==================== block 1
Fig. 1: block 1, the metal 2 layer
Cells faint in the background.
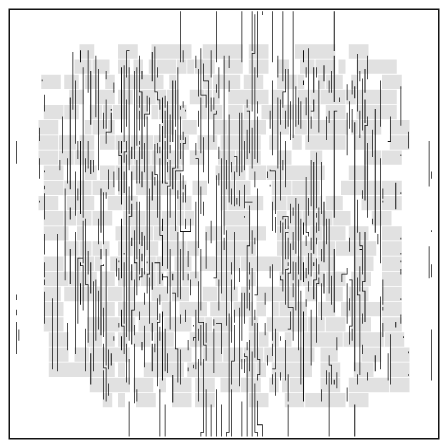

--- src/rtl/decode_ctrl_pipe_if.sv ---
// Handshake and ID/EX control bundle between the IF/ID register, the
// decode/control stage and EX.
interface decode_ctrl_pipe_if;
  logic        if_valid;
  logic [31:0] if_instr;
  logic        id_ready;
  logic        ex_ready;
  logic        flush;
  logic        ex_valid;
  logic [1:0]  ex_npc_op;
  logic        ex_rf_we;
  logic        ex_alub_sel;
  logic        ex_branch;
  logic        ex_dram_we;
  logic        ex_mem2reg;
  logic        ex_j_type;
  logic [3:0]  ex_alu_op;
  logic [2:0]  ex_imm_sel;
  logic [4:0]  ex_rs1;
  logic [4:0]  ex_rs2;
  logic [4:0]  ex_rd;
  logic        ex_illegal;

  // Pipeline side: presents instructions, EX backpressure and flush.
  modport master (
    output if_valid, if_instr, ex_ready, flush,
    input  id_ready, ex_valid, ex_npc_op, ex_rf_we, ex_alub_sel, ex_branch,
           ex_dram_we, ex_mem2reg, ex_j_type, ex_alu_op, ex_imm_sel,
           ex_rs1, ex_rs2, ex_rd, ex_illegal
  );

  // Decode stage side.
  modport slave (
    input  if_valid, if_instr, ex_ready, flush,
    output id_ready, ex_valid, ex_npc_op, ex_rf_we, ex_alub_sel, ex_branch,
           ex_dram_we, ex_mem2reg, ex_j_type, ex_alu_op, ex_imm_sel,
           ex_rs1, ex_rs2, ex_rd, ex_illegal
  );
endinterface

--- src/rtl/decode_ctrl_pipe.sv ---
// Registered RV32 decode/control stage: decodes IF/ID into the control
// bundle and registers it into ID/EX, with load-use and multiply-busy
// interlocks, EX flush and deterministic illegal decode.
//
// state | meaning
// RUN   | accepting instructions when EX is ready and no hazard/flush
// BUSY  | mul occupying EX; bubbles written while cnt counts down
//
// Register index fields are zeroed when unused: rs1/rs2 only when the
// opcode reads them, rd only when the instruction writes the register file.
module decode_ctrl_pipe #(
  parameter int EN_MEXT = 1,
  parameter int MC_LAT  = 3
) (
  input  logic              clk,
  input  logic              rst,
  decode_ctrl_pipe_if.slave bus
);

  localparam int CW = $clog2(MC_LAT);

  localparam logic [0:0] ST_RUN  = 1'b0;
  localparam logic [0:0] ST_BUSY = 1'b1;

  localparam logic [6:0] OP_R    = 7'b0110011;
  localparam logic [6:0] OP_I    = 7'b0010011;
  localparam logic [6:0] OP_LW   = 7'b0000011;
  localparam logic [6:0] OP_SW   = 7'b0100011;
  localparam logic [6:0] OP_BR   = 7'b1100011;
  localparam logic [6:0] OP_LUI  = 7'b0110111;
  localparam logic [6:0] OP_JAL  = 7'b1101111;
  localparam logic [6:0] OP_JALR = 7'b1100111;

  localparam logic [6:0] F7_BASE = 7'b0000000;
  localparam logic [6:0] F7_ALT  = 7'b0100000;
  localparam logic [6:0] F7_MUL  = 7'b0000001;

  localparam logic [3:0] ALU_ADD = 4'b0000;
  localparam logic [3:0] ALU_SUB = 4'b0001;
  localparam logic [3:0] ALU_AND = 4'b0010;
  localparam logic [3:0] ALU_OR  = 4'b0011;
  localparam logic [3:0] ALU_XOR = 4'b0100;
  localparam logic [3:0] ALU_SLL = 4'b0101;
  localparam logic [3:0] ALU_SRL = 4'b0110;
  localparam logic [3:0] ALU_SRA = 4'b0111;
  localparam logic [3:0] ALU_BEQ = 4'b1000;
  localparam logic [3:0] ALU_BNE = 4'b1001;
  localparam logic [3:0] ALU_BLT = 4'b1010;
  localparam logic [3:0] ALU_BGE = 4'b1011;
  localparam logic [3:0] ALU_LUI = 4'b1100;
  localparam logic [3:0] ALU_MUL = 4'b1101;

  localparam logic [2:0] IMM_I = 3'b000;
  localparam logic [2:0] IMM_S = 3'b001;
  localparam logic [2:0] IMM_B = 3'b010;
  localparam logic [2:0] IMM_U = 3'b011;
  localparam logic [2:0] IMM_J = 3'b100;

  typedef struct packed {
    logic       valid;
    logic [1:0] npc_op;
    logic       rf_we;
    logic       alub_sel;
    logic       branch;
    logic       dram_we;
    logic       mem2reg;
    logic       j_type;
    logic [3:0] alu_op;
    logic [2:0] imm_sel;
    logic [4:0] rs1;
    logic [4:0] rs2;
    logic [4:0] rd;
    logic       illegal;
  } ctrl_t;

  logic [6:0] opcode;
  logic [2:0] func3;
  logic [6:0] func7;
  logic [4:0] f_rs1;
  logic [4:0] f_rs2;
  logic [4:0] f_rd;

  ctrl_t      dec;
  ctrl_t      ex_q;
  logic       re1;
  logic       re2;
  logic       legal;
  logic       is_mul;
  logic       hazard;
  logic       accept;
  logic [0:0] state;
  logic [CW-1:0] cnt;

  assign opcode = bus.if_instr[6:0];
  assign f_rd   = bus.if_instr[11:7];
  assign func3  = bus.if_instr[14:12];
  assign f_rs1  = bus.if_instr[19:15];
  assign f_rs2  = bus.if_instr[24:20];
  assign func7  = bus.if_instr[31:25];

  // Combinational decode of the IF/ID instruction into the control bundle.
  always_comb begin
    dec    = '0;
    re1    = 1'b0;
    re2    = 1'b0;
    legal  = 1'b0;
    is_mul = 1'b0;
    case (opcode)
      OP_R: begin
        legal        = 1'b1;
        dec.rf_we    = 1'b1;
        dec.alub_sel = 1'b1;
        re1          = 1'b1;
        re2          = 1'b1;
        case ({func7, func3})
          {F7_BASE, 3'b000}: dec.alu_op = ALU_ADD;
          {F7_ALT,  3'b000}: dec.alu_op = ALU_SUB;
          {F7_BASE, 3'b001}: dec.alu_op = ALU_SLL;
          {F7_BASE, 3'b100}: dec.alu_op = ALU_XOR;
          {F7_BASE, 3'b101}: dec.alu_op = ALU_SRL;
          {F7_ALT,  3'b101}: dec.alu_op = ALU_SRA;
          {F7_BASE, 3'b110}: dec.alu_op = ALU_OR;
          {F7_BASE, 3'b111}: dec.alu_op = ALU_AND;
          {F7_MUL,  3'b000}: begin
            if (EN_MEXT != 0) begin
              dec.alu_op = ALU_MUL;
              is_mul     = 1'b1;
            end else begin
              legal = 1'b0;
            end
          end
          default: legal = 1'b0;
        endcase
      end
      OP_I: begin
        legal       = 1'b1;
        dec.rf_we   = 1'b1;
        dec.imm_sel = IMM_I;
        re1         = 1'b1;
        case (func3)
          3'b000: dec.alu_op = ALU_ADD;
          3'b100: dec.alu_op = ALU_XOR;
          3'b110: dec.alu_op = ALU_OR;
          3'b111: dec.alu_op = ALU_AND;
          3'b001: begin
            if (func7 == F7_BASE) dec.alu_op = ALU_SLL;
            else                  legal = 1'b0;
          end
          3'b101: begin
            if (func7 == F7_BASE)     dec.alu_op = ALU_SRL;
            else if (func7 == F7_ALT) dec.alu_op = ALU_SRA;
            else                      legal = 1'b0;
          end
          default: legal = 1'b0;
        endcase
      end
      OP_LW: begin
        legal       = (func3 == 3'b010);
        dec.rf_we   = 1'b1;
        dec.mem2reg = 1'b1;
        dec.imm_sel = IMM_I;
        re1         = 1'b1;
      end
      OP_SW: begin
        legal       = (func3 == 3'b010);
        dec.dram_we = 1'b1;
        dec.imm_sel = IMM_S;
        re1         = 1'b1;
        re2         = 1'b1;
      end
      OP_BR: begin
        legal        = 1'b1;
        dec.branch   = 1'b1;
        dec.npc_op   = 2'b01;
        dec.alub_sel = 1'b1;
        dec.imm_sel  = IMM_B;
        re1          = 1'b1;
        re2          = 1'b1;
        case (func3)
          3'b000:  dec.alu_op = ALU_BEQ;
          3'b001:  dec.alu_op = ALU_BNE;
          3'b100:  dec.alu_op = ALU_BLT;
          3'b101:  dec.alu_op = ALU_BGE;
          default: legal = 1'b0;
        endcase
      end
      OP_LUI: begin
        legal       = 1'b1;
        dec.rf_we   = 1'b1;
        dec.alu_op  = ALU_LUI;
        dec.imm_sel = IMM_U;
      end
      OP_JAL: begin
        legal       = 1'b1;
        dec.rf_we   = 1'b1;
        dec.j_type  = 1'b1;
        dec.npc_op  = 2'b10;
        dec.imm_sel = IMM_J;
      end
      OP_JALR: begin
        legal       = (func3 == 3'b000);
        dec.rf_we   = 1'b1;
        dec.j_type  = 1'b1;
        dec.npc_op  = 2'b11;
        dec.imm_sel = IMM_I;
        re1         = 1'b1;
      end
      default: legal = 1'b0;
    endcase
    // Illegal encodings carry no side effects and no stale fields.
    if (!legal) begin
      dec    = '0;
      re1    = 1'b0;
      re2    = 1'b0;
      is_mul = 1'b0;
    end
    dec.valid   = 1'b1;
    dec.illegal = !legal;
    dec.rs1     = re1 ? f_rs1 : 5'd0;
    dec.rs2     = re2 ? f_rs2 : 5'd0;
    dec.rd      = dec.rf_we ? f_rd : 5'd0;
  end

  // Load-use: the load in ID/EX writes a register this instruction reads.
  always_comb begin
    hazard = ex_q.valid && ex_q.mem2reg && (ex_q.rd != 5'd0) &&
             ((re1 && (f_rs1 == ex_q.rd)) || (re2 && (f_rs2 == ex_q.rd)));
  end

  assign bus.id_ready = !rst && (state == ST_RUN) && bus.ex_ready && !hazard && !bus.flush;
  assign accept       = bus.if_valid && bus.id_ready;

  // ID/EX register and RUN/BUSY sequencing; flush outranks EX backpressure.
  always_ff @(posedge clk) begin
    if (rst) begin
      ex_q  <= '0;
      state <= ST_RUN;
      cnt   <= '0;
    end else if (bus.flush) begin
      ex_q  <= '0;
      state <= ST_RUN;
      cnt   <= '0;
    end else if (bus.ex_ready) begin
      case (state)
        ST_RUN: begin
          if (accept) begin
            ex_q <= dec;
            if (is_mul) begin
              state <= ST_BUSY;
              cnt   <= CW'(MC_LAT - 1);
            end
          end else begin
            ex_q <= '0;
          end
        end
        default: begin
          ex_q <= '0;
          cnt  <= cnt - CW'(1);
          if (cnt == CW'(1)) state <= ST_RUN;
        end
      endcase
    end
  end

  assign bus.ex_valid    = ex_q.valid;
  assign bus.ex_npc_op   = ex_q.npc_op;
  assign bus.ex_rf_we    = ex_q.rf_we;
  assign bus.ex_alub_sel = ex_q.alub_sel;
  assign bus.ex_branch   = ex_q.branch;
  assign bus.ex_dram_we  = ex_q.dram_we;
  assign bus.ex_mem2reg  = ex_q.mem2reg;
  assign bus.ex_j_type   = ex_q.j_type;
  assign bus.ex_alu_op   = ex_q.alu_op;
  assign bus.ex_imm_sel  = ex_q.imm_sel;
  assign bus.ex_rs1      = ex_q.rs1;
  assign bus.ex_rs2      = ex_q.rs2;
  assign bus.ex_rd       = ex_q.rd;
  assign bus.ex_illegal  = ex_q.illegal;

endmodule

--- src/flat_wrapper.sv ---
// flat-port wrapper written by rule: the top's interface ports become plain ports
module decode_ctrl_pipe_flat 
#(
  parameter int EN_MEXT = 1,
  parameter int MC_LAT  = 3
)
  (clk, rst, bus_if_valid, bus_if_instr, bus_ex_ready, bus_flush, bus_id_ready, bus_ex_valid, bus_ex_npc_op, bus_ex_rf_we, bus_ex_alub_sel, bus_ex_branch, bus_ex_dram_we, bus_ex_mem2reg, bus_ex_j_type, bus_ex_alu_op, bus_ex_imm_sel, bus_ex_rs1, bus_ex_rs2, bus_ex_rd, bus_ex_illegal);
  decode_ctrl_pipe_if bus_i ();
  input  logic clk;
  input  logic rst;
  input wire logic [$bits(bus_i.if_valid)-1:0] bus_if_valid;
  input wire logic [$bits(bus_i.if_instr)-1:0] bus_if_instr;
  input wire logic [$bits(bus_i.ex_ready)-1:0] bus_ex_ready;
  input wire logic [$bits(bus_i.flush)-1:0] bus_flush;
  output wire logic [$bits(bus_i.id_ready)-1:0] bus_id_ready;
  output wire logic [$bits(bus_i.ex_valid)-1:0] bus_ex_valid;
  output wire logic [$bits(bus_i.ex_npc_op)-1:0] bus_ex_npc_op;
  output wire logic [$bits(bus_i.ex_rf_we)-1:0] bus_ex_rf_we;
  output wire logic [$bits(bus_i.ex_alub_sel)-1:0] bus_ex_alub_sel;
  output wire logic [$bits(bus_i.ex_branch)-1:0] bus_ex_branch;
  output wire logic [$bits(bus_i.ex_dram_we)-1:0] bus_ex_dram_we;
  output wire logic [$bits(bus_i.ex_mem2reg)-1:0] bus_ex_mem2reg;
  output wire logic [$bits(bus_i.ex_j_type)-1:0] bus_ex_j_type;
  output wire logic [$bits(bus_i.ex_alu_op)-1:0] bus_ex_alu_op;
  output wire logic [$bits(bus_i.ex_imm_sel)-1:0] bus_ex_imm_sel;
  output wire logic [$bits(bus_i.ex_rs1)-1:0] bus_ex_rs1;
  output wire logic [$bits(bus_i.ex_rs2)-1:0] bus_ex_rs2;
  output wire logic [$bits(bus_i.ex_rd)-1:0] bus_ex_rd;
  output wire logic [$bits(bus_i.ex_illegal)-1:0] bus_ex_illegal;
  assign bus_i.if_valid = bus_if_valid;
  assign bus_i.if_instr = bus_if_instr;
  assign bus_i.ex_ready = bus_ex_ready;
  assign bus_i.flush = bus_flush;
  assign bus_id_ready = bus_i.id_ready;
  assign bus_ex_valid = bus_i.ex_valid;
  assign bus_ex_npc_op = bus_i.ex_npc_op;
  assign bus_ex_rf_we = bus_i.ex_rf_we;
  assign bus_ex_alub_sel = bus_i.ex_alub_sel;
  assign bus_ex_branch = bus_i.ex_branch;
  assign bus_ex_dram_we = bus_i.ex_dram_we;
  assign bus_ex_mem2reg = bus_i.ex_mem2reg;
  assign bus_ex_j_type = bus_i.ex_j_type;
  assign bus_ex_alu_op = bus_i.ex_alu_op;
  assign bus_ex_imm_sel = bus_i.ex_imm_sel;
  assign bus_ex_rs1 = bus_i.ex_rs1;
  assign bus_ex_rs2 = bus_i.ex_rs2;
  assign bus_ex_rd = bus_i.ex_rd;
  assign bus_ex_illegal = bus_i.ex_illegal;
  decode_ctrl_pipe #(.EN_MEXT(EN_MEXT), .MC_LAT(MC_LAT)) u_core (.clk(clk), .rst(rst), .bus(bus_i));
endmodule
--- config.mk ---
export PLATFORM = sky130hd
export DESIGN_NAME = decode_ctrl_pipe_flat
export DESIGN_NICKNAME = d
export VERILOG_FILES = /design/src/rtl/decode_ctrl_pipe_if.sv /design/src/rtl/decode_ctrl_pipe.sv /design/src/flat_wrapper.sv
export SDC_FILE = /design/constraint.sdc
export NUM_CORES = 1
export LEC_CHECK = 0
export CORE_MARGIN = 5
export CORE_UTILIZATION = 46
export DETAILED_ROUTE_END_ITERATION = 12
export PLACE_DENSITY_LB_ADDON = 0.08
export SYNTH_ARGS = -nofsm -noshare
export SYNTH_HDL_FRONTEND = slang
export SYNTH_SLANG_ARGS = --single-unit
export TNS_END_PERCENT = 1
--- constraint.sdc ---
create_clock -name clk -period 3.4 [get_ports clk]
set_input_delay 0.68 -clock clk [delete_from_list [all_inputs] [get_ports clk]]
set_output_delay 0.68 -clock clk [all_outputs]
set_load 0.005 [all_outputs]
==================== block 2
File: config.mk
export PLATFORM = sky130hd
export DESIGN_NAME = mem_bist_ctrl
export DESIGN_NICKNAME = d
export VERILOG_FILES = /design/src/rtl/mem_bist_ctrl.sv
export SDC_FILE = /design/constraint.sdc
export NUM_CORES = 1
export LEC_CHECK = 0
export CORE_MARGIN = 2
export CORE_UTILIZATION = 50
export DETAILED_ROUTE_END_ITERATION = 10
export PLACE_DENSITY = 0.87
export SETUP_SLACK_MARGIN = 0.15
export SKIP_CTS_REPAIR_TIMING = 1
export SLEW_MARGIN = 10
export SYNTH_ARGS = -nofsm -noshare
export SYNTH_HDL_FRONTEND = slang
export SYNTH_SLANG_ARGS = --single-unit
File: constraint.sdc
create_clock -name clk -period 2.3 [get_ports clk]
set_input_delay 0.345 -clock clk [delete_from_list [all_inputs] [get_ports clk]]
set_output_delay 0.345 -clock clk [all_outputs]
set_load 0.01 [all_outputs]
File: src/rtl/mem_bist_ctrl.sv
// March-style BIST engine: writes seed-based pattern, reads it back, repeats inverted,
// and reports error count plus the first failing address and phase.

module mem_bist_chk (
  input logic clk,
  input logic rst_n,
  input logic rd_en,
  input logic wr_en,
  input logic busy,
  input logic done
);

  // The memory gives rd_en priority, so a simultaneous write would be lost.
  a_excl_en: assert property (@(posedge clk) disable iff (!rst_n) !(rd_en && wr_en));
  a_busy_done: assert property (@(posedge clk) disable iff (!rst_n) !(busy && done));

endmodule

module mem_bist_ctrl #(
  parameter int DATA_WIDTH = 8,
  parameter int MAX_ADDR   = 16,
  parameter int ADDRSIZE   = $clog2(MAX_ADDR),
  parameter int ERR_W      = 8
) (
  input  logic                  clk,
  input  logic                  rst_n,
  input  logic                  start,
  input  logic [DATA_WIDTH-1:0] seed,
  output logic                  mem_rd_en,
  output logic                  mem_wr_en,
  output logic [ADDRSIZE-1:0]   mem_rd_addr,
  output logic [ADDRSIZE-1:0]   mem_wr_addr,
  output logic [DATA_WIDTH-1:0] mem_wr_data,
  input  logic [DATA_WIDTH-1:0] mem_rd_data,
  output logic                  busy,
  output logic                  done,
  output logic                  pass,
  output logic [ERR_W-1:0]      err_cnt,
  output logic [ADDRSIZE-1:0]   first_err_addr,
  output logic                  first_err_phase
);

  typedef enum logic [2:0] {
    IDLE  = 3'd0,
    WR0   = 3'd1,
    RD0   = 3'd2,
    WR1   = 3'd3,
    RD1   = 3'd4,
    DRAIN = 3'd5,
    DONE  = 3'd6
  } state_t;

  localparam logic [ADDRSIZE-1:0]   LAST_ADDR = ADDRSIZE'(MAX_ADDR - 1);
  localparam logic [ADDRSIZE-1:0]   ADDR_ZERO = {ADDRSIZE{1'b0}};
  localparam logic [DATA_WIDTH-1:0] DATA_ZERO = {DATA_WIDTH{1'b0}};
  localparam logic [ERR_W-1:0]      ERR_ZERO  = {ERR_W{1'b0}};
  localparam logic [ERR_W-1:0]      ERR_MAX   = {ERR_W{1'b1}};

  state_t                state_r;
  logic [ADDRSIZE-1:0]   addr_r;
  logic [DATA_WIDTH-1:0] seed_r;
  logic                  cmp_valid_r;
  logic [ADDRSIZE-1:0]   cmp_addr_r;
  logic [DATA_WIDTH-1:0] cmp_exp_r;
  logic                  cmp_phase_r;

  logic [ADDRSIZE-1:0]   addr_inc_s;
  logic                  last_s;
  logic                  mismatch_s;
  logic [ERR_W-1:0]      err_next_s;

  function automatic logic [DATA_WIDTH-1:0] pattern(
    input logic [DATA_WIDTH-1:0] base,
    input logic [ADDRSIZE-1:0]   a,
    input logic                  inv
  );
    logic [DATA_WIDTH-1:0] p;
    p = base + DATA_WIDTH'(a);
    return inv ? ~p : p;
  endfunction

  // Address stepping and the compare result for the read issued last cycle.
  always_comb begin
    addr_inc_s = addr_r + ADDRSIZE'(1'b1);
    last_s     = (addr_r == LAST_ADDR);
    mismatch_s = cmp_valid_r && (mem_rd_data != cmp_exp_r);
    if (mismatch_s && (err_cnt != ERR_MAX)) begin
      err_next_s = err_cnt + ERR_W'(1'b1);
    end else begin
      err_next_s = err_cnt;
    end
  end

  // Sequencer, memory port drivers, compare pipeline and result registers.
  always_ff @(posedge clk or negedge rst_n) begin
    if (!rst_n) begin
      state_r         <= IDLE;
      addr_r          <= ADDR_ZERO;
      seed_r          <= DATA_ZERO;
      cmp_valid_r     <= 1'b0;
      cmp_addr_r      <= ADDR_ZERO;
      cmp_exp_r       <= DATA_ZERO;
      cmp_phase_r     <= 1'b0;
      mem_rd_en       <= 1'b0;
      mem_wr_en       <= 1'b0;
      mem_rd_addr     <= ADDR_ZERO;
      mem_wr_addr     <= ADDR_ZERO;
      mem_wr_data     <= DATA_ZERO;
      busy            <= 1'b0;
      done            <= 1'b0;
      pass            <= 1'b0;
      err_cnt         <= ERR_ZERO;
      first_err_addr  <= ADDR_ZERO;
      first_err_phase <= 1'b0;
    end else begin
      // Pipeline runs regardless of state so the trailing compares land in WR1/DRAIN.
      cmp_valid_r <= mem_rd_en;
      if (mem_rd_en) begin
        cmp_addr_r  <= mem_rd_addr;
        cmp_exp_r   <= pattern(seed_r, mem_rd_addr, state_r == RD1);
        cmp_phase_r <= (state_r == RD1);
      end else begin
        cmp_addr_r  <= cmp_addr_r;
        cmp_exp_r   <= cmp_exp_r;
        cmp_phase_r <= cmp_phase_r;
      end

      err_cnt <= err_next_s;
      // err_cnt saturates and never returns to zero, so zero means no earlier mismatch.
      if (mismatch_s && (err_cnt == ERR_ZERO)) begin
        first_err_addr  <= cmp_addr_r;
        first_err_phase <= cmp_phase_r;
      end else begin
        first_err_addr  <= first_err_addr;
        first_err_phase <= first_err_phase;
      end

      case (state_r)
        IDLE, DONE: begin
          if (start) begin
            seed_r          <= seed;
            err_cnt         <= ERR_ZERO;
            first_err_addr  <= ADDR_ZERO;
            first_err_phase <= 1'b0;
            done            <= 1'b0;
            pass            <= 1'b0;
            busy            <= 1'b1;
            addr_r          <= ADDR_ZERO;
            mem_wr_en       <= 1'b1;
            mem_wr_addr     <= ADDR_ZERO;
            mem_wr_data     <= pattern(seed, ADDR_ZERO, 1'b0);
            state_r         <= WR0;
          end else begin
            state_r <= state_r;
          end
        end
        WR0, WR1: begin
          if (last_s) begin
            addr_r      <= ADDR_ZERO;
            mem_wr_en   <= 1'b0;
            mem_rd_en   <= 1'b1;
            mem_rd_addr <= ADDR_ZERO;
            state_r     <= (state_r == WR0) ? RD0 : RD1;
          end else begin
            addr_r      <= addr_inc_s;
            mem_wr_addr <= addr_inc_s;
            mem_wr_data <= pattern(seed_r, addr_inc_s, state_r == WR1);
          end
        end
        RD0: begin
          if (last_s) begin
            addr_r      <= ADDR_ZERO;
            mem_rd_en   <= 1'b0;
            mem_wr_en   <= 1'b1;
            mem_wr_addr <= ADDR_ZERO;
            mem_wr_data <= pattern(seed_r, ADDR_ZERO, 1'b1);
            state_r     <= WR1;
          end else begin
            addr_r      <= addr_inc_s;
            mem_rd_addr <= addr_inc_s;
          end
        end
        RD1: begin
          if (last_s) begin
            addr_r    <= ADDR_ZERO;
            mem_rd_en <= 1'b0;
            state_r   <= DRAIN;
          end else begin
            addr_r      <= addr_inc_s;
            mem_rd_addr <= addr_inc_s;
          end
        end
        DRAIN: begin
          busy    <= 1'b0;
          done    <= 1'b1;
          pass    <= (err_next_s == ERR_ZERO);
          state_r <= DONE;
        end
        default: begin
          mem_rd_en <= 1'b0;
          mem_wr_en <= 1'b0;
          busy      <= 1'b0;
          state_r   <= IDLE;
        end
      endcase
    end
  end

  mem_bist_chk u_chk (
    .clk   (clk),
    .rst_n (rst_n),
    .rd_en (mem_rd_en),
    .wr_en (mem_wr_en),
    .busy  (busy),
    .done  (done)
  );

endmodule

Fig. 2: block 2, the metal 2 layer
Cells faint in the background.
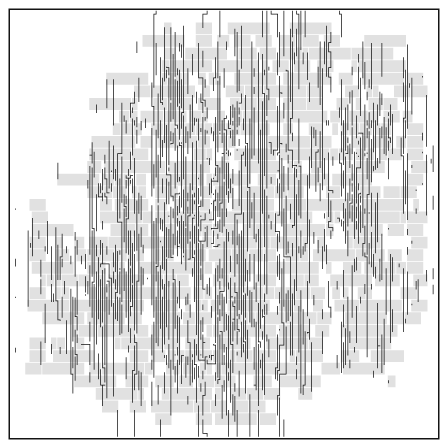
longest straight run: 42.8 microns
share of all routed wire: 50%
routing usage on met2: 38.7%
total number of vias: 3435
final wirelength: 9790 microns

==> results_slide.txt, block 2 <==
Implementation Results

GRT
  – Largest net degree at the start of global routing: 42
  – GRT Total Usage: 23.3%

Worst setup path
  – Crit Path Class: register to register

Routing
  – Top layer in use: met4

Floorplanning
  – Fp util: 51.0%
  – Die X: 92.4 microns

Pwr
  – PD cells: 1410 nW/um^2
  – Top pwr grp: combinational logic
  – Seq group: 1.99 mW

Synth
  – Top logic family: simple AND/OR/NAND/NOR gates
  – Area leader share: 40.4%
  – Simple share: 16.6%

Final timing
  – Slew headroom: 63.3%
  – Final Hold Vio Count: 22
  – WHS: -32.2 ps

Run status
  – Failing checks: hold timing
  – Status: complete, but fails checks

Finish
  – # diodes: 0
  – Final Non-Filler Cells: 597
[block 2: synth_stat cells, types with 2 or more instances]
| cell | count |
|---|---|
| a21oi_1 | 28 |
| a311oi_1 | 2 |
| a31oi_1 | 4 |
| a32o_1 | 3 |
| and2_1 | 2 |
| and3_1 | 6 |
| and4b_1 | 2 |
| buf_2 | 10 |
| buf_6 | 2 |
| clkbuf_1 | 13 |
| dfrtp_1 | 63 |
| fa_1 | 2 |
| ha_1 | 12 |
| inv_1 | 20 |
| mux2_2 | 17 |
| mux2i_1 | 10 |
| nand2_1 | 33 |
| nand2b_1 | 4 |
| nand3_1 | 13 |
| nor2_1 | 43 |
| nor2b_1 | 7 |
| nor3_1 | 5 |
| nor4_1 | 4 |
| o211ai_1 | 3 |
| o21a_1 | 4 |
| o21ai_0 | 31 |
| o221ai_1 | 6 |
| o22a_1 | 3 |
| o22ai_1 | 9 |
| or3_1 | 2 |
| xnor2_1 | 22 |
| xor2_1 | 15 |
[block 2: critical path, cell delays in order, from the launching register on]
cell and delay [ps]:
dfrtp_2 450, inv_1 90, ha_2 190, inv_1 70
fa_2 360, nor2b_1 140, o21ai_2 90, a21oi_2 170
o21ai_0 100, and4b_1 180, a311oi_1 230
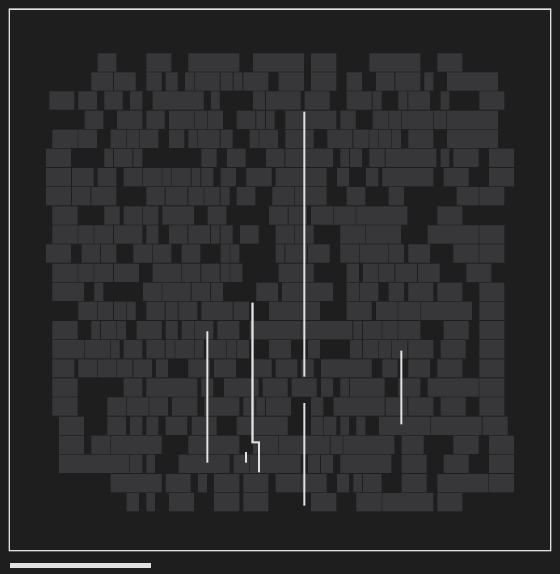
Fig. 3. Metal 4 (block 1).
Bar = 20 microns. Cells faint in the background.
main direction: vertical
wire length on this layer: 106 microns
total number of vias: 2323
final wirelength: 6130 microns

Notes on Fig. 1 above:
nets with wire on the layer: 356
main direction: vertical
wire length on this layer: 3180 microns
share of all routed wire: 52%
longest straight run: 44.5 microns
routing usage on met2: 36.3%

==> results_slide.txt, block 1 <==
Implementation Results

Routing
  – WL met2: 3180 microns
  – M1 wire length: 2510 microns
  – Drt pass-1 iters: 4

Finish
  – Commonest Layout Cell: clkdlybuf4s50_1

Final timing
  – Slew Viols, Final: 0
  – Unrepaired setup endpoints after global routing: no
  – Final Hold Vio Count: 0

Pwr
  – Sw Ratio: 25.2%
  – Pleak: 1.17 nW

Worst setup path
  – Reg-to-Reg Start: u_core.bus.ex_rd[0]
  – Crit Path Class: input pin to primary output

Floorplanning
  – Rows: 24
  – Die X: 76.8 microns
  – Ports: 70
  – Die Ht: 76.8 microns

Synth
  – Top logic family: simple AND/OR/NAND/NOR gates
  – Area reported by Yosys stat: 2050 sq um
  – Sequential element share of the synthesized area: 33.2%
  – Yosys warning total: 0
  – Dominant cells by area after synthesis: dfxtp_1 (33%), a32o_1 (6.3%), xnor2_1 (4.7%), nand2_1 (4.4%), o21ai_0 (3.9%)
  – Ys flop type: dfxtp_1

Run status
  – Status: finished, final reports clean

Clock network
  – Cts bufs inserted: 5
  – H-tree depth: 2

Hold path
  – Hold depth: 2

GRT
  – Initial antenna violation count: 0
[block 1: power groups by stage]
stage | combinational (mW) | clock, mW | sequential (mW)
finish | 0.156 | 0.310 | 0.399
floorplan | 0.0635 | 0 | 0.408
detailed placement | 0.153 | 0 | 0.408
global placement | 0.150 | 0 | 0.408
CTS | 0.154 | 0.319 | 0.399
global route | 0.169 | 0.338 | 0.399
[block 1: worst max-delay path, stage by stage]
cell	delay, ps
clkdlybuf4s50_1	420
or4_1	530
nor3_2	220
o2111a_1	250
or4_4	140
o21ai_2	60
and2_1	160
clkbuf_2	110
[block 1: area by class of cell]
cell class                 count  area [sq um]  share of cell area [%]
sequential                    34           681                    21.3
tap                           52          65.1                    2.04
multi-input combinational    192          1310                    41.1
inverter                       6          22.5                   0.705
clock buffer                   6          82.6                    2.58
timing repair buffer         113          1020                    31.9
clock inverter                 2          12.5                   0.392
[block 1: how the worst max path moves through the flow]
stage | endpoint | cells past startpoint
3_3_place_gp | bus_id_ready | 8
6_report | bus_id_ready | 8
3_5_place_dp | bus_id_ready | 8
4_1_cts | bus_id_ready | 8
2_1_floorplan | bus_id_ready | 7
5_1_grt | bus_id_ready | 8

## Gallery

Signal wires by layer.
Only two layers are drawn.
shot_01.png
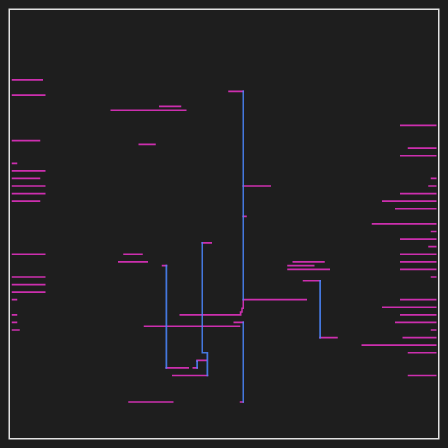
shot_02.png
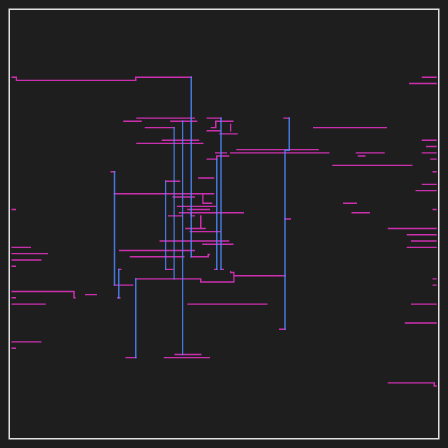
shot_02.png -> block 2
shot_01.png -> block 1


==================== block 3
Fig. 4: block 3, signal wires by layer
Only two layers are drawn.
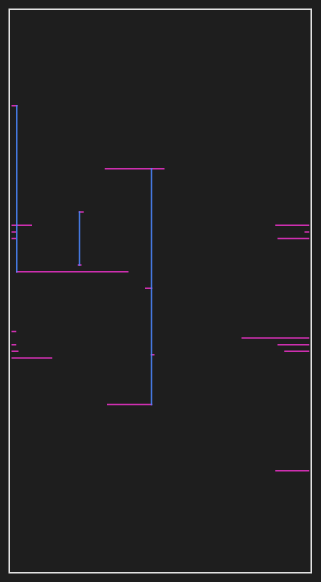

--- src/rtl/btn_conditioner.sv ---
// btn_conditioner: five independent push-button channels, each with a
// two-flop synchronizer, a consecutive-sample debouncer and registered
// one-cycle press/release strobes.
// Optional auto-repeat of the press strobe while a button stays held is
// compiled in when the macro BTN_AUTOREPEAT_EN is defined.
module btn_conditioner #(
  parameter int DEBOUNCE_CYCLES = 8,
  parameter int REPEAT_DELAY    = 1000,
  parameter int REPEAT_PERIOD   = 500
) (
  input  logic       clk,
  input  logic       rst,
  input  logic [4:0] i_btn,
  output logic [4:0] o_held,
  output logic [4:0] o_press,
  output logic [4:0] o_release
);

  localparam int NUM_BTN = 5;
  localparam int CNT_W   = $clog2(DEBOUNCE_CYCLES);
  localparam logic [CNT_W-1:0] CNT_LAST = CNT_W'(DEBOUNCE_CYCLES - 1);

`ifdef BTN_AUTOREPEAT_EN
  localparam int REP_MAX = (REPEAT_DELAY > REPEAT_PERIOD) ? REPEAT_DELAY : REPEAT_PERIOD;
  localparam int RCNT_W  = $clog2(REP_MAX + 1);
  localparam logic [RCNT_W-1:0] DELAY_LAST  = RCNT_W'(REPEAT_DELAY - 1);
  localparam logic [RCNT_W-1:0] PERIOD_LAST = RCNT_W'(REPEAT_PERIOD - 1);
`endif

  // Channel state is implied by the debounced level and the disagreement count.
  typedef enum logic [1:0] {
    IDLE       = 2'd0,
    PRESS_PEND = 2'd1,
    HELD       = 2'd2,
    REL_PEND   = 2'd3
  } state_t;

  for (genvar gi = 0; gi < NUM_BTN; gi++) begin : g_chan
    logic             sync1_reg;
    logic             s_reg;
    logic             d_reg;
    logic             d_next;
    logic [CNT_W-1:0] cnt_reg;
    logic [CNT_W-1:0] cnt_next;
    logic             press_reg;
    logic             press_next;
    logic             release_reg;
    logic             release_next;
    logic             rise;
    logic             fall;
    state_t           state;

    // Two-flop synchronizer bringing the raw pin level into clk.
    always_ff @(posedge clk or negedge rst) begin
      if (!rst) begin
        sync1_reg <= 1'b0;
        s_reg     <= 1'b0;
      end else begin
        sync1_reg <= i_btn[gi];
        s_reg     <= sync1_reg;
      end
    end

    assign state = d_reg ? ((cnt_reg == '0) ? HELD : REL_PEND)
                         : ((cnt_reg == '0) ? IDLE : PRESS_PEND);

    // Debounce next-state: the level flips only after DEBOUNCE_CYCLES
    // consecutive disagreeing samples; any agreeing sample restarts the count.
    always_comb begin
      d_next   = d_reg;
      cnt_next = cnt_reg;
      rise     = 1'b0;
      fall     = 1'b0;
      case (state)
        IDLE, HELD: begin
          if (s_reg != d_reg) begin
            cnt_next = CNT_W'(1);
          end
        end
        default: begin
          if (s_reg == d_reg) begin
            cnt_next = '0;
          end else if (cnt_reg == CNT_LAST) begin
            d_next   = s_reg;
            cnt_next = '0;
            rise     = s_reg;
            fall     = ~s_reg;
          end else begin
            cnt_next = cnt_reg + 1'b1;
          end
        end
      endcase
    end

`ifdef BTN_AUTOREPEAT_EN
    logic              rfirst_reg;
    logic              rfirst_next;
    logic [RCNT_W-1:0] rcnt_reg;
    logic [RCNT_W-1:0] rcnt_next;
    logic              rep_tick;

    // Repeat timer: first tick REPEAT_DELAY after the press, then every
    // REPEAT_PERIOD; the release edge always wins over a due repeat.
    always_comb begin
      rcnt_next   = rcnt_reg;
      rfirst_next = rfirst_reg;
      rep_tick    = 1'b0;
      if (rise) begin
        rcnt_next   = '0;
        rfirst_next = 1'b1;
      end else if (fall) begin
        rcnt_next = '0;
      end else if (state == HELD || state == REL_PEND) begin
        if (rcnt_reg == (rfirst_reg ? DELAY_LAST : PERIOD_LAST)) begin
          rep_tick    = 1'b1;
          rcnt_next   = '0;
          rfirst_next = 1'b0;
        end else begin
          rcnt_next = rcnt_reg + 1'b1;
        end
      end
    end

    // Repeat timer registers.
    always_ff @(posedge clk or negedge rst) begin
      if (!rst) begin
        rcnt_reg   <= '0;
        rfirst_reg <= 1'b0;
      end else begin
        rcnt_reg   <= rcnt_next;
        rfirst_reg <= rfirst_next;
      end
    end

    assign press_next = rise | rep_tick;
`else
    assign press_next = rise;
`endif

    assign release_next = fall;

    // Debounce state and registered one-cycle strobes.
    always_ff @(posedge clk or negedge rst) begin
      if (!rst) begin
        d_reg       <= 1'b0;
        cnt_reg     <= '0;
        press_reg   <= 1'b0;
        release_reg <= 1'b0;
      end else begin
        d_reg       <= d_next;
        cnt_reg     <= cnt_next;
        press_reg   <= press_next;
        release_reg <= release_next;
      end
    end

    assign o_held[gi]    = d_reg;
    assign o_press[gi]   = press_reg;
    assign o_release[gi] = release_reg;
  end

endmodule
--- config.mk ---
export PLATFORM = sky130hd
export DESIGN_NAME = btn_conditioner
export DESIGN_NICKNAME = d
export VERILOG_FILES = /design/src/rtl/btn_conditioner.sv
export SDC_FILE = /design/constraint.sdc
export NUM_CORES = 1
export LEC_CHECK = 0
export CORE_ASPECT_RATIO = 2
export CORE_MARGIN = 4
export CORE_UTILIZATION = 31
export DETAILED_ROUTE_END_ITERATION = 10
export HOLD_SLACK_MARGIN = 0.08
export PLACE_DENSITY_LB_ADDON = 0.15
export REMOVE_ABC_BUFFERS = 1
export SYNTH_ARGS = -nofsm -noshare
export SYNTH_HDL_FRONTEND = slang
export SYNTH_SLANG_ARGS = --single-unit
--- constraint.sdc ---
create_clock -name clk -period 1.36 [get_ports clk]
set_input_delay 0.204 -clock clk [delete_from_list [all_inputs] [get_ports clk]]
set_output_delay 0.204 -clock clk [all_outputs]
set_load 0.05 [all_outputs]
==================== block 4
[src/rtl/vga_pkg.sv]
// Shared 640x480@60 timing constants, fetch FSM state encoding and RGB332 colour expansion.
package vga_pkg;

   localparam logic [9:0] H_VIS    = 10'd640;
   localparam logic [9:0] H_FP     = 10'd16;
   localparam logic [9:0] H_SYNC   = 10'd96;
   localparam logic [9:0] H_TOT    = 10'd800;
   localparam logic [9:0] V_VIS    = 10'd480;
   localparam logic [9:0] V_FP     = 10'd10;
   localparam logic [9:0] V_SYNC   = 10'd2;
   localparam logic [9:0] V_TOT    = 10'd525;

   localparam logic [9:0] HS_START = H_VIS + H_FP;
   localparam logic [9:0] HS_END   = H_VIS + H_FP + H_SYNC;
   localparam logic [9:0] VS_START = V_VIS + V_FP;
   localparam logic [9:0] VS_END   = V_VIS + V_FP + V_SYNC;

   typedef enum logic [1:0] {IDLE, FETCH, DRAIN, DONE} fetch_state_e;

   // Bit replication spreads each 3/3/2-bit field across the full 8-bit DAC range.
   function automatic logic [23:0] rgb332_to_rgb888(input logic [7:0] w);
      return {w[7:5], w[7:5], w[7:6],
              w[4:2], w[4:2], w[4:3],
              {4{w[1:0]}}};
   endfunction

endpackage

[src/rtl/vga_timing.sv]
// Pixel tick, h/v raster counters with cell column/row sub-counters, raw sync/visible flags.
module vga_timing import vga_pkg::*; #(
   parameter int CELL_PX = 10
) (
   input  logic       clk_i,
   input  logic       rst_i,
   output logic       pix_tick_o,
   output logic [9:0] h_o,
   output logic [9:0] v_o,
   output logic [6:0] col_o,
   output logic [3:0] cx_o,
   output logic [6:0] vrow_o,
   output logic [3:0] vy_o,
   output logic       hs_o,
   output logic       vs_o,
   output logic       visible_o,
   output logic       frame_first_o
);

   localparam logic [3:0] CELL_LAST = 4'(CELL_PX - 1);

   logic       tog_q, tog_d;
   logic [9:0] h_q, h_d, v_q, v_d;
   logic [6:0] col_q, col_d, vrow_q, vrow_d;
   logic [3:0] cx_q, cx_d, vy_q, vy_d;

   always_comb begin
      tog_d  = ~tog_q;
      h_d    = h_q;
      v_d    = v_q;
      col_d  = col_q;
      cx_d   = cx_q;
      vrow_d = vrow_q;
      vy_d   = vy_q;
      if (tog_q) begin
         if (h_q == H_TOT - 10'd1) begin
            h_d   = '0;
            col_d = '0;
            cx_d  = '0;
            if (v_q == V_TOT - 10'd1) begin
               v_d    = '0;
               vrow_d = '0;
               vy_d   = '0;
            end else begin
               v_d = v_q + 10'd1;
               if (vy_q == CELL_LAST) begin
                  vy_d   = '0;
                  vrow_d = vrow_q + 7'd1;
               end else begin
                  vy_d = vy_q + 4'd1;
               end
            end
         end else begin
            h_d = h_q + 10'd1;
            if (cx_q == CELL_LAST) begin
               cx_d  = '0;
               col_d = col_q + 7'd1;
            end else begin
               cx_d = cx_q + 4'd1;
            end
         end
      end
   end

   always_ff @(posedge clk_i or posedge rst_i) begin
      if (rst_i) begin
         tog_q  <= 1'b0;
         h_q    <= '0;
         v_q    <= '0;
         col_q  <= '0;
         cx_q   <= '0;
         vrow_q <= '0;
         vy_q   <= '0;
      end else begin
         tog_q  <= tog_d;
         h_q    <= h_d;
         v_q    <= v_d;
         col_q  <= col_d;
         cx_q   <= cx_d;
         vrow_q <= vrow_d;
         vy_q   <= vy_d;
      end
   end

   assign pix_tick_o    = tog_q;
   assign h_o           = h_q;
   assign v_o           = v_q;
   assign col_o         = col_q;
   assign cx_o          = cx_q;
   assign vrow_o        = vrow_q;
   assign vy_o          = vy_q;
   assign hs_o          = !((h_q >= HS_START) && (h_q < HS_END));
   assign vs_o          = !((v_q >= VS_START) && (v_q < VS_END));
   assign visible_o     = (h_q < H_VIS) && (v_q < V_VIS);
   // First clk of pixel (0,0) only, so the pulse is one system clock wide.
   assign frame_first_o = (h_q == '0) && (v_q == '0) && !tog_q;

endmodule

[src/rtl/vga_fetch.sv]
// Framebuffer scan-out: burst-reads one cell row into a line buffer during hblank, replays it as
// RGB332-expanded pixels. Define VGA_GRIDLINE_EN to overlay a dim grid on cell edges.
module vga_fetch import vga_pkg::*; #(
   parameter int                    DATA_WIDTH = 16,
   parameter int                    ADDR_WIDTH = 16,
   parameter logic [ADDR_WIDTH-1:0] FB_BASE    = ADDR_WIDTH'('h8000),
   parameter int                    GRID_W     = 64,
   parameter int                    GRID_H     = 48,
   parameter int                    CELL_PX    = 10
) (
   input  logic                  clk,
   input  logic                  reset,
   output logic [ADDR_WIDTH-1:0] mem_addr,
   output logic                  mem_we,
   input  logic [DATA_WIDTH-1:0] mem_data,
   output logic                  vga_clk,
   output logic                  vga_hs,
   output logic                  vga_vs,
   output logic                  vga_blank_n,
   output logic [7:0]            vga_r,
   output logic [7:0]            vga_g,
   output logic [7:0]            vga_b,
   output logic                  frame_start,
   output logic                  fetch_busy
);

   localparam int               IDX_W       = $clog2(GRID_W);
   localparam logic [IDX_W-1:0] IDX_LAST    = IDX_W'(GRID_W - 1);
   localparam logic [3:0]       CELL_LAST   = 4'(CELL_PX - 1);
   localparam logic [9:0]       FETCH_V_MAX = 10'(GRID_H * CELL_PX - 1);

   logic       pix_tick, hs, vs, visible, frame_first;
   logic [9:0] h, v;
   logic [6:0] col, vrow;
   logic [3:0] cx, vy;

   vga_timing #(.CELL_PX(CELL_PX)) u_timing (
      .clk_i         (clk),
      .rst_i         (reset),
      .pix_tick_o    (pix_tick),
      .h_o           (h),
      .v_o           (v),
      .col_o         (col),
      .cx_o          (cx),
      .vrow_o        (vrow),
      .vy_o          (vy),
      .hs_o          (hs),
      .vs_o          (vs),
      .visible_o     (visible),
      .frame_first_o (frame_first)
   );

   fetch_state_e          state_q, state_d;
   logic [IDX_W-1:0]      idx_q, idx_d, wr_idx_q, wr_idx_d;
   logic [ADDR_WIDTH-1:0] addr_q, addr_d;
   logic                  wr_en_q, wr_en_d, row_valid_q, row_valid_d;
   logic                  trigger;
   logic [6:0]            trig_row;
   logic [7:0]            linebuf_q [GRID_W];
   logic [23:0]           rgb_q, rgb_d;
   logic                  hs_q, vs_q, blank_n_q, frame_q;
   logic                  unused_ok;

   // Fetch the row displayed on line v+1; the last line of the frame prefetches row 0.
   assign trigger  = pix_tick && (h == H_VIS) &&
                     ((v == V_TOT - 10'd1) || ((v < FETCH_V_MAX) && (vy == CELL_LAST)));
   assign trig_row = (v == V_TOT - 10'd1) ? 7'd0 : vrow + 7'd1;

   always_comb begin
      state_d     = state_q;
      idx_d       = idx_q;
      addr_d      = addr_q;
      row_valid_d = row_valid_q;
      wr_en_d     = 1'b0;
      wr_idx_d    = idx_q;
      case (state_q)
         IDLE: begin
            if (trigger) begin
               state_d = FETCH;
               idx_d   = '0;
               addr_d  = FB_BASE + ADDR_WIDTH'(trig_row) * ADDR_WIDTH'(GRID_W);
            end
         end
         FETCH: begin
            // Memory answers one clk later, so the write trails the issued index by a cycle.
            wr_en_d = 1'b1;
            if (idx_q == IDX_LAST) begin
               state_d = DRAIN;
            end else begin
               idx_d  = idx_q + 1'b1;
               addr_d = addr_q + 1'b1;
            end
         end
         DRAIN: state_d = DONE;
         DONE: begin
            row_valid_d = 1'b1;
            state_d     = IDLE;
         end
         default: state_d = IDLE;
      endcase
   end

   always_ff @(posedge clk or posedge reset) begin
      if (reset) begin
         state_q     <= IDLE;
         idx_q       <= '0;
         addr_q      <= '0;
         wr_en_q     <= 1'b0;
         wr_idx_q    <= '0;
         row_valid_q <= 1'b0;
      end else begin
         state_q     <= state_d;
         idx_q       <= idx_d;
         addr_q      <= addr_d;
         wr_en_q     <= wr_en_d;
         wr_idx_q    <= wr_idx_d;
         row_valid_q <= row_valid_d;
      end
   end

   always_ff @(posedge clk) begin
      if (wr_en_q) begin
         linebuf_q[wr_idx_q] <= mem_data[7:0];
      end
   end

   always_comb begin
      rgb_d = '0;
      if (visible && row_valid_q) begin
         rgb_d = rgb332_to_rgb888(linebuf_q[col[IDX_W-1:0]]);
`ifdef VGA_GRIDLINE_EN
         if ((cx == '0) || (vy == '0)) begin
            rgb_d = {3{8'h20}};
         end
`endif
      end
   end

`ifdef VGA_GRIDLINE_EN
   assign unused_ok = ^{mem_data[DATA_WIDTH-1:8], col[6:IDX_W]};
`else
   assign unused_ok = ^{mem_data[DATA_WIDTH-1:8], col[6:IDX_W], cx};
`endif

   always_ff @(posedge clk or posedge reset) begin
      if (reset) begin
         hs_q      <= 1'b1;
         vs_q      <= 1'b1;
         blank_n_q <= 1'b0;
         frame_q   <= 1'b0;
         rgb_q     <= '0;
      end else begin
         hs_q      <= hs;
         vs_q      <= vs;
         blank_n_q <= visible;
         frame_q   <= frame_first;
         rgb_q     <= rgb_d;
      end
   end

   assign mem_addr    = addr_q;
   assign mem_we      = 1'b0;
   assign vga_clk     = pix_tick;
   assign vga_hs      = hs_q;
   assign vga_vs      = vs_q;
   assign vga_blank_n = blank_n_q;
   assign vga_r       = rgb_q[23:16];
   assign vga_g       = rgb_q[15:8];
   assign vga_b       = rgb_q[7:0];
   assign frame_start = frame_q;
   assign fetch_busy  = (state_q != IDLE);

endmodule

[config.mk]
export PLATFORM = sky130hd
export DESIGN_NAME = vga_fetch
export DESIGN_NICKNAME = d
export VERILOG_FILES = /design/src/rtl/vga_pkg.sv /design/src/rtl/vga_timing.sv /design/src/rtl/vga_fetch.sv
export SDC_FILE = /design/constraint.sdc
export NUM_CORES = 1
export LEC_CHECK = 0
export ABC_AREA = 1
export CAP_MARGIN = 20
export CORE_ASPECT_RATIO = 2
export CORE_MARGIN = 2
export CORE_UTILIZATION = 30
export DETAILED_ROUTE_END_ITERATION = 10
export PLACE_DENSITY_LB_ADDON = 0.15
export SETUP_SLACK_MARGIN = 0.2
export SYNTH_ARGS = -nofsm -noshare
export SYNTH_HDL_FRONTEND = slang
export SYNTH_SLANG_ARGS = --single-unit
[constraint.sdc]
create_clock -name clk -period 2.65 [get_ports clk]
set_input_delay 0.3975 -clock clk [delete_from_list [all_inputs] [get_ports clk]]
set_output_delay 0.3975 -clock clk [all_outputs]
set_load 0.05 [all_outputs]
Fig. 5: block 4, metal 4
Bar = 50 microns. Cells faint in the background.
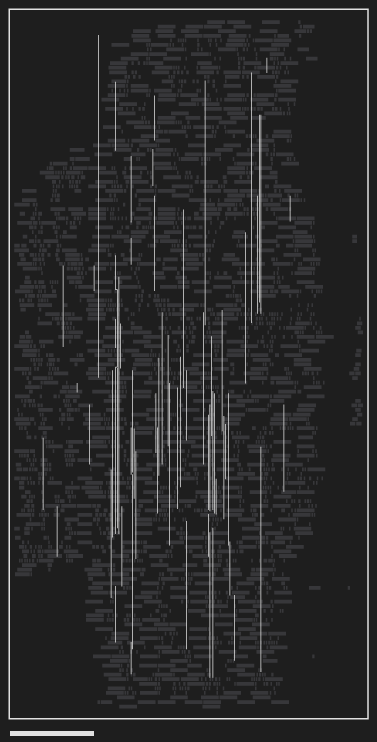
share of all routed wire: 5.6%
main direction: vertical
total number of vias: 17900
final wirelength: 76200 microns

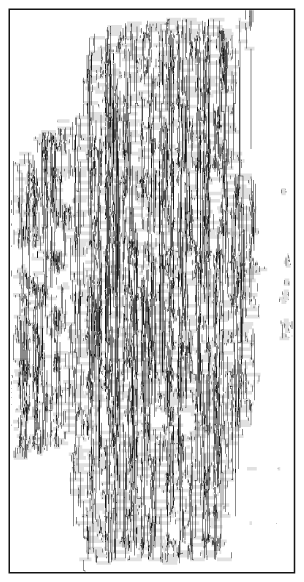
Fig. 6. The metal 2 layer (block 4).
Cells faint in the background.
nets with wire on the layer: 1960
wire length on this layer: 42.1 mm
longest straight run: 140 microns
share of all routed wire: 55%
routing usage on met2: 33.0%

==> results_slide.txt, block 4 <==
Implementation Results

Placed design
  – Area after DPL: 28700 sq um
  – Number of I/O port buffers: 55

Final timing
  – Slew Viols, Final: 0

Pwr
  – Comb pwr share: 1.2%
  – Pleak: 12.1 nW

Clock network
  – Cts bufs inserted: 55
  – CTS tree: yes
  – Post-cts repair resize count: 5
  – CTS root buf: clkbuf_16

Worst setup path
  – Data required, critical path: 2250 ps
  – Reg-to-Reg Start: u_timing.col_o[0]
  – R2r worst-path depth: 10

Routing
  – DR vias/cell: 4.59
  – WL met2: 42100 microns
  – DR iter-0 viols: 959

Synth
  – Area leader share: 58.7%
  – Yosys warning total: 0
  – Synth Cell Area: 26200 sq um

Finish
  – Layout Utilization: 35.3%
  – Fillers: 8648
  – Final Non-Filler Cells: 3897
  – Max reg flops: 512

GRT
  – M1 GR Usage: 17.9%

Run status
  – Status: finished, final reports clean
## block 4: logic make-up after synthesis
family	synth area share, %
AND/OR/NAND/NOR	21.9
flip-flops	66.9
buffers and inverters	6.07
AND-OR/OR-AND	3.62
XOR/XNOR	0.635
adder cells (fa/ha/maj)	0.812
other	0.0143
multiplexers	0.0382
## block 4: cell usage after synthesis, drive strengths merged
| cell type | count |
|---|---|
| xor2 | 14 |
| o21ai | 112 |
| a31oi | 1 |
| conb | 1 |
| o2111ai | 1 |
| nor3b | 4 |
| dfrtp | 84 |
| nor2 | 328 |
| a211oi | 3 |
| a21oi | 55 |
| edfxtp | 512 |
| or2 | 15 |
| inv | 222 |
| clkbuf | 41 |
| buf | 99 |
| nor4 | 12 |
| dfstp | 2 |
| ha | 17 |
| xnor2 | 5 |
| o22ai | 1 |
| o211ai | 8 |
| nand3b | 3 |
| nand2 | 731 |
| mux2i | 1 |
| nor3 | 12 |
| clkinv | 5 |
| nand3 | 260 |
| a31o | 1 |
| nand4 | 26 |
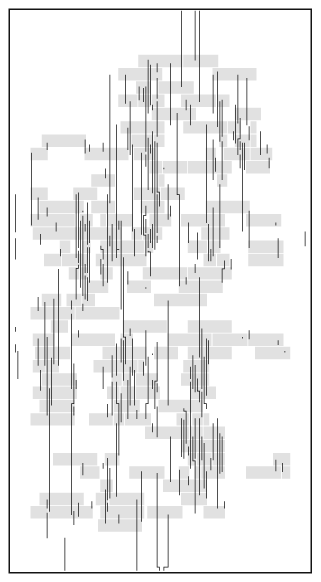
Fig. 7. The metal 2 layer (block 3).
Cells faint in the background.
share of all routed wire: 57%
main direction: vertical
nets with wire on the layer: 161
longest straight run: 27.2 microns
final wirelength: 2670 microns
routing usage on met2: 15.7%
total number of vias: 996

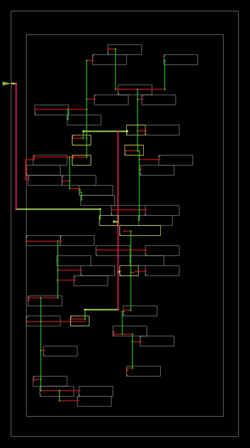
Fig. 8. Clock wiring as the flow saved it (block 3).
clk_skew: 7.37 ps
cts bufs inserted: 5
Power Clock: 1.03 mW
Worst-Skew Late Latency: 290 ps

## Picture notes: Fig. 4
legend:
  magenta:
    layer: M3
    wire_length: 108 microns
  blue:
    layer: M4
    wire_length: 93.2 microns
WL per Instance: 12.4 microns
GRT Total Usage: 9.28%

==> results_slide.txt, block 3 <==
Implementation Results

Placed design
  – Number of I/O port buffers: 21
  – Area after DPL: 2140 sq um

Floorplanning
  – Ports: 22
  – Rows: 38

Worst setup path
  – CP max stage delay: 400 ps
  – Crit Path Class: register to register

Clock network
  – Clock Tree Buf Depth: 2
  – H-tree depth: 2

Finish
  – Layout Utilization: 42.3%

GRT
  – Initial antenna violation count: 0

Pwr
  – Reg power frac: 39.0%
  – Logic power comb: 1.58 mW
  – Pleak: 1.08 nW

Run status
  – Status: finished, final reports clean

Synth
  – Mux frac, synth: 3.16%
## block 3: routing by layer
| metal | routed length (microns) | GRT usage [%] | share of wire (%) | vias to the layer above |
|---|---|---|---|---|
| li1 | - | - | - | 478 |
| met1 | 945 | 9.68 | 35 | 488 |
| met2 | 1530 | 15.7 | 57 | 22 |
| met3 | 107 | 2.70 | 4.0 | 8 |
| met4 | 93 | 5.38 | 3.5 | 0 |
| met5 | 0 | 0 | 0 | - |
## block 3: Yosys cell counts, drive strengths merged
library cell and count:
inv 10, nand4b 2, ha 15, dfrtp 40, nand3 3, mux2 5, o21ai 5, o21a 5
nand2 5, o31ai 5, xor2 5, nor3b 10, buf 15, and3 5, nand2b 5
## block 3: timing repair
item | CTS | global route
setup buffers | 1 | 1
hold buffers | 1 | 0
pin swaps | 0 | 1
hold endpoints to repair | 40 | 0
resized | 6 | 9
endpoints found under the setup margin | 6 | 6
gates cloned | 0 | 0
## block 3: layout make-up
class	count	area share, %
flip-flops and latches	40	42.9
inverters	10	1.61
well taps	60	3.22
clock inverters	1	1.29
clock buffers	7	4.13
repair buffers	28	18.1
multi-input cells	70	28.7


==> layout pictures side by side <==
Sizing map.
panel A
Bar = 20 microns.
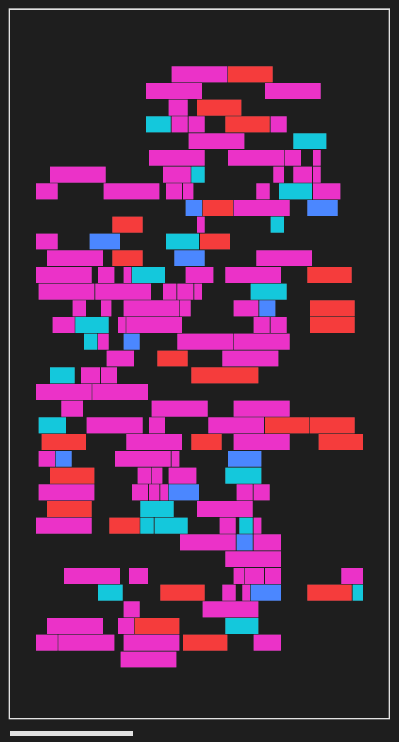
panel B
Bar = 20 microns.
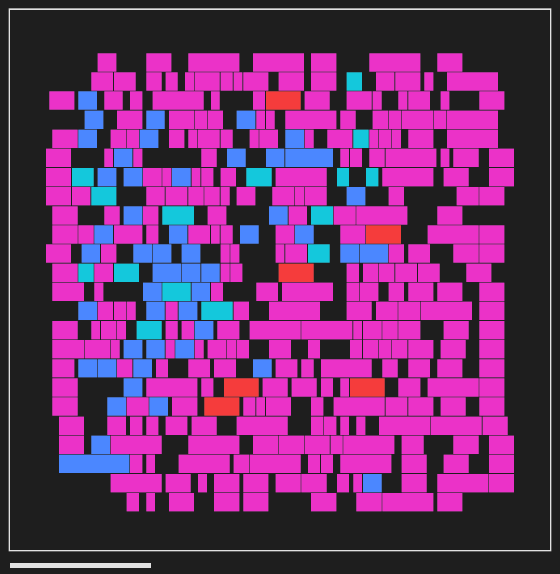
panel C
Bar = 50 microns.
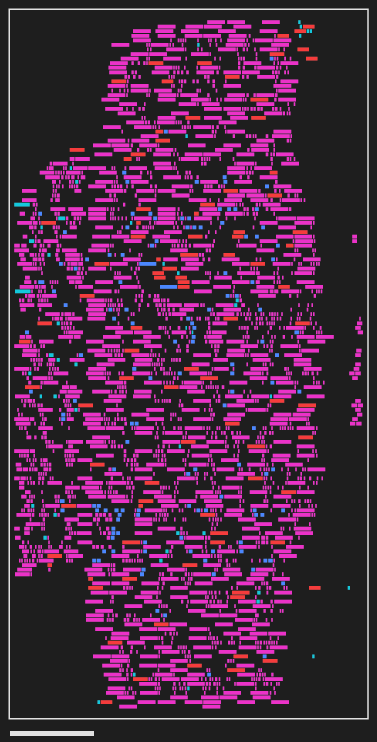
panel D
Bar = 20 microns.
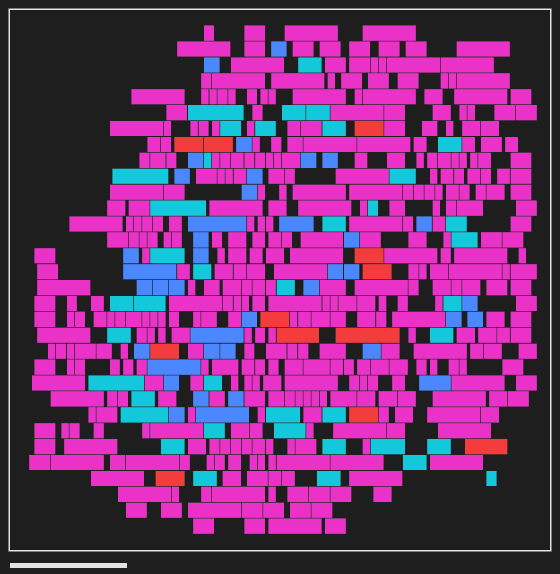
The one with the largest die is panel C.
For block 4, see panel C.
For block 1, see panel B.
For block 3, see panel A.
For block 2, see panel D.

No activity file was given, so power comes from the tool's default toggle rates.
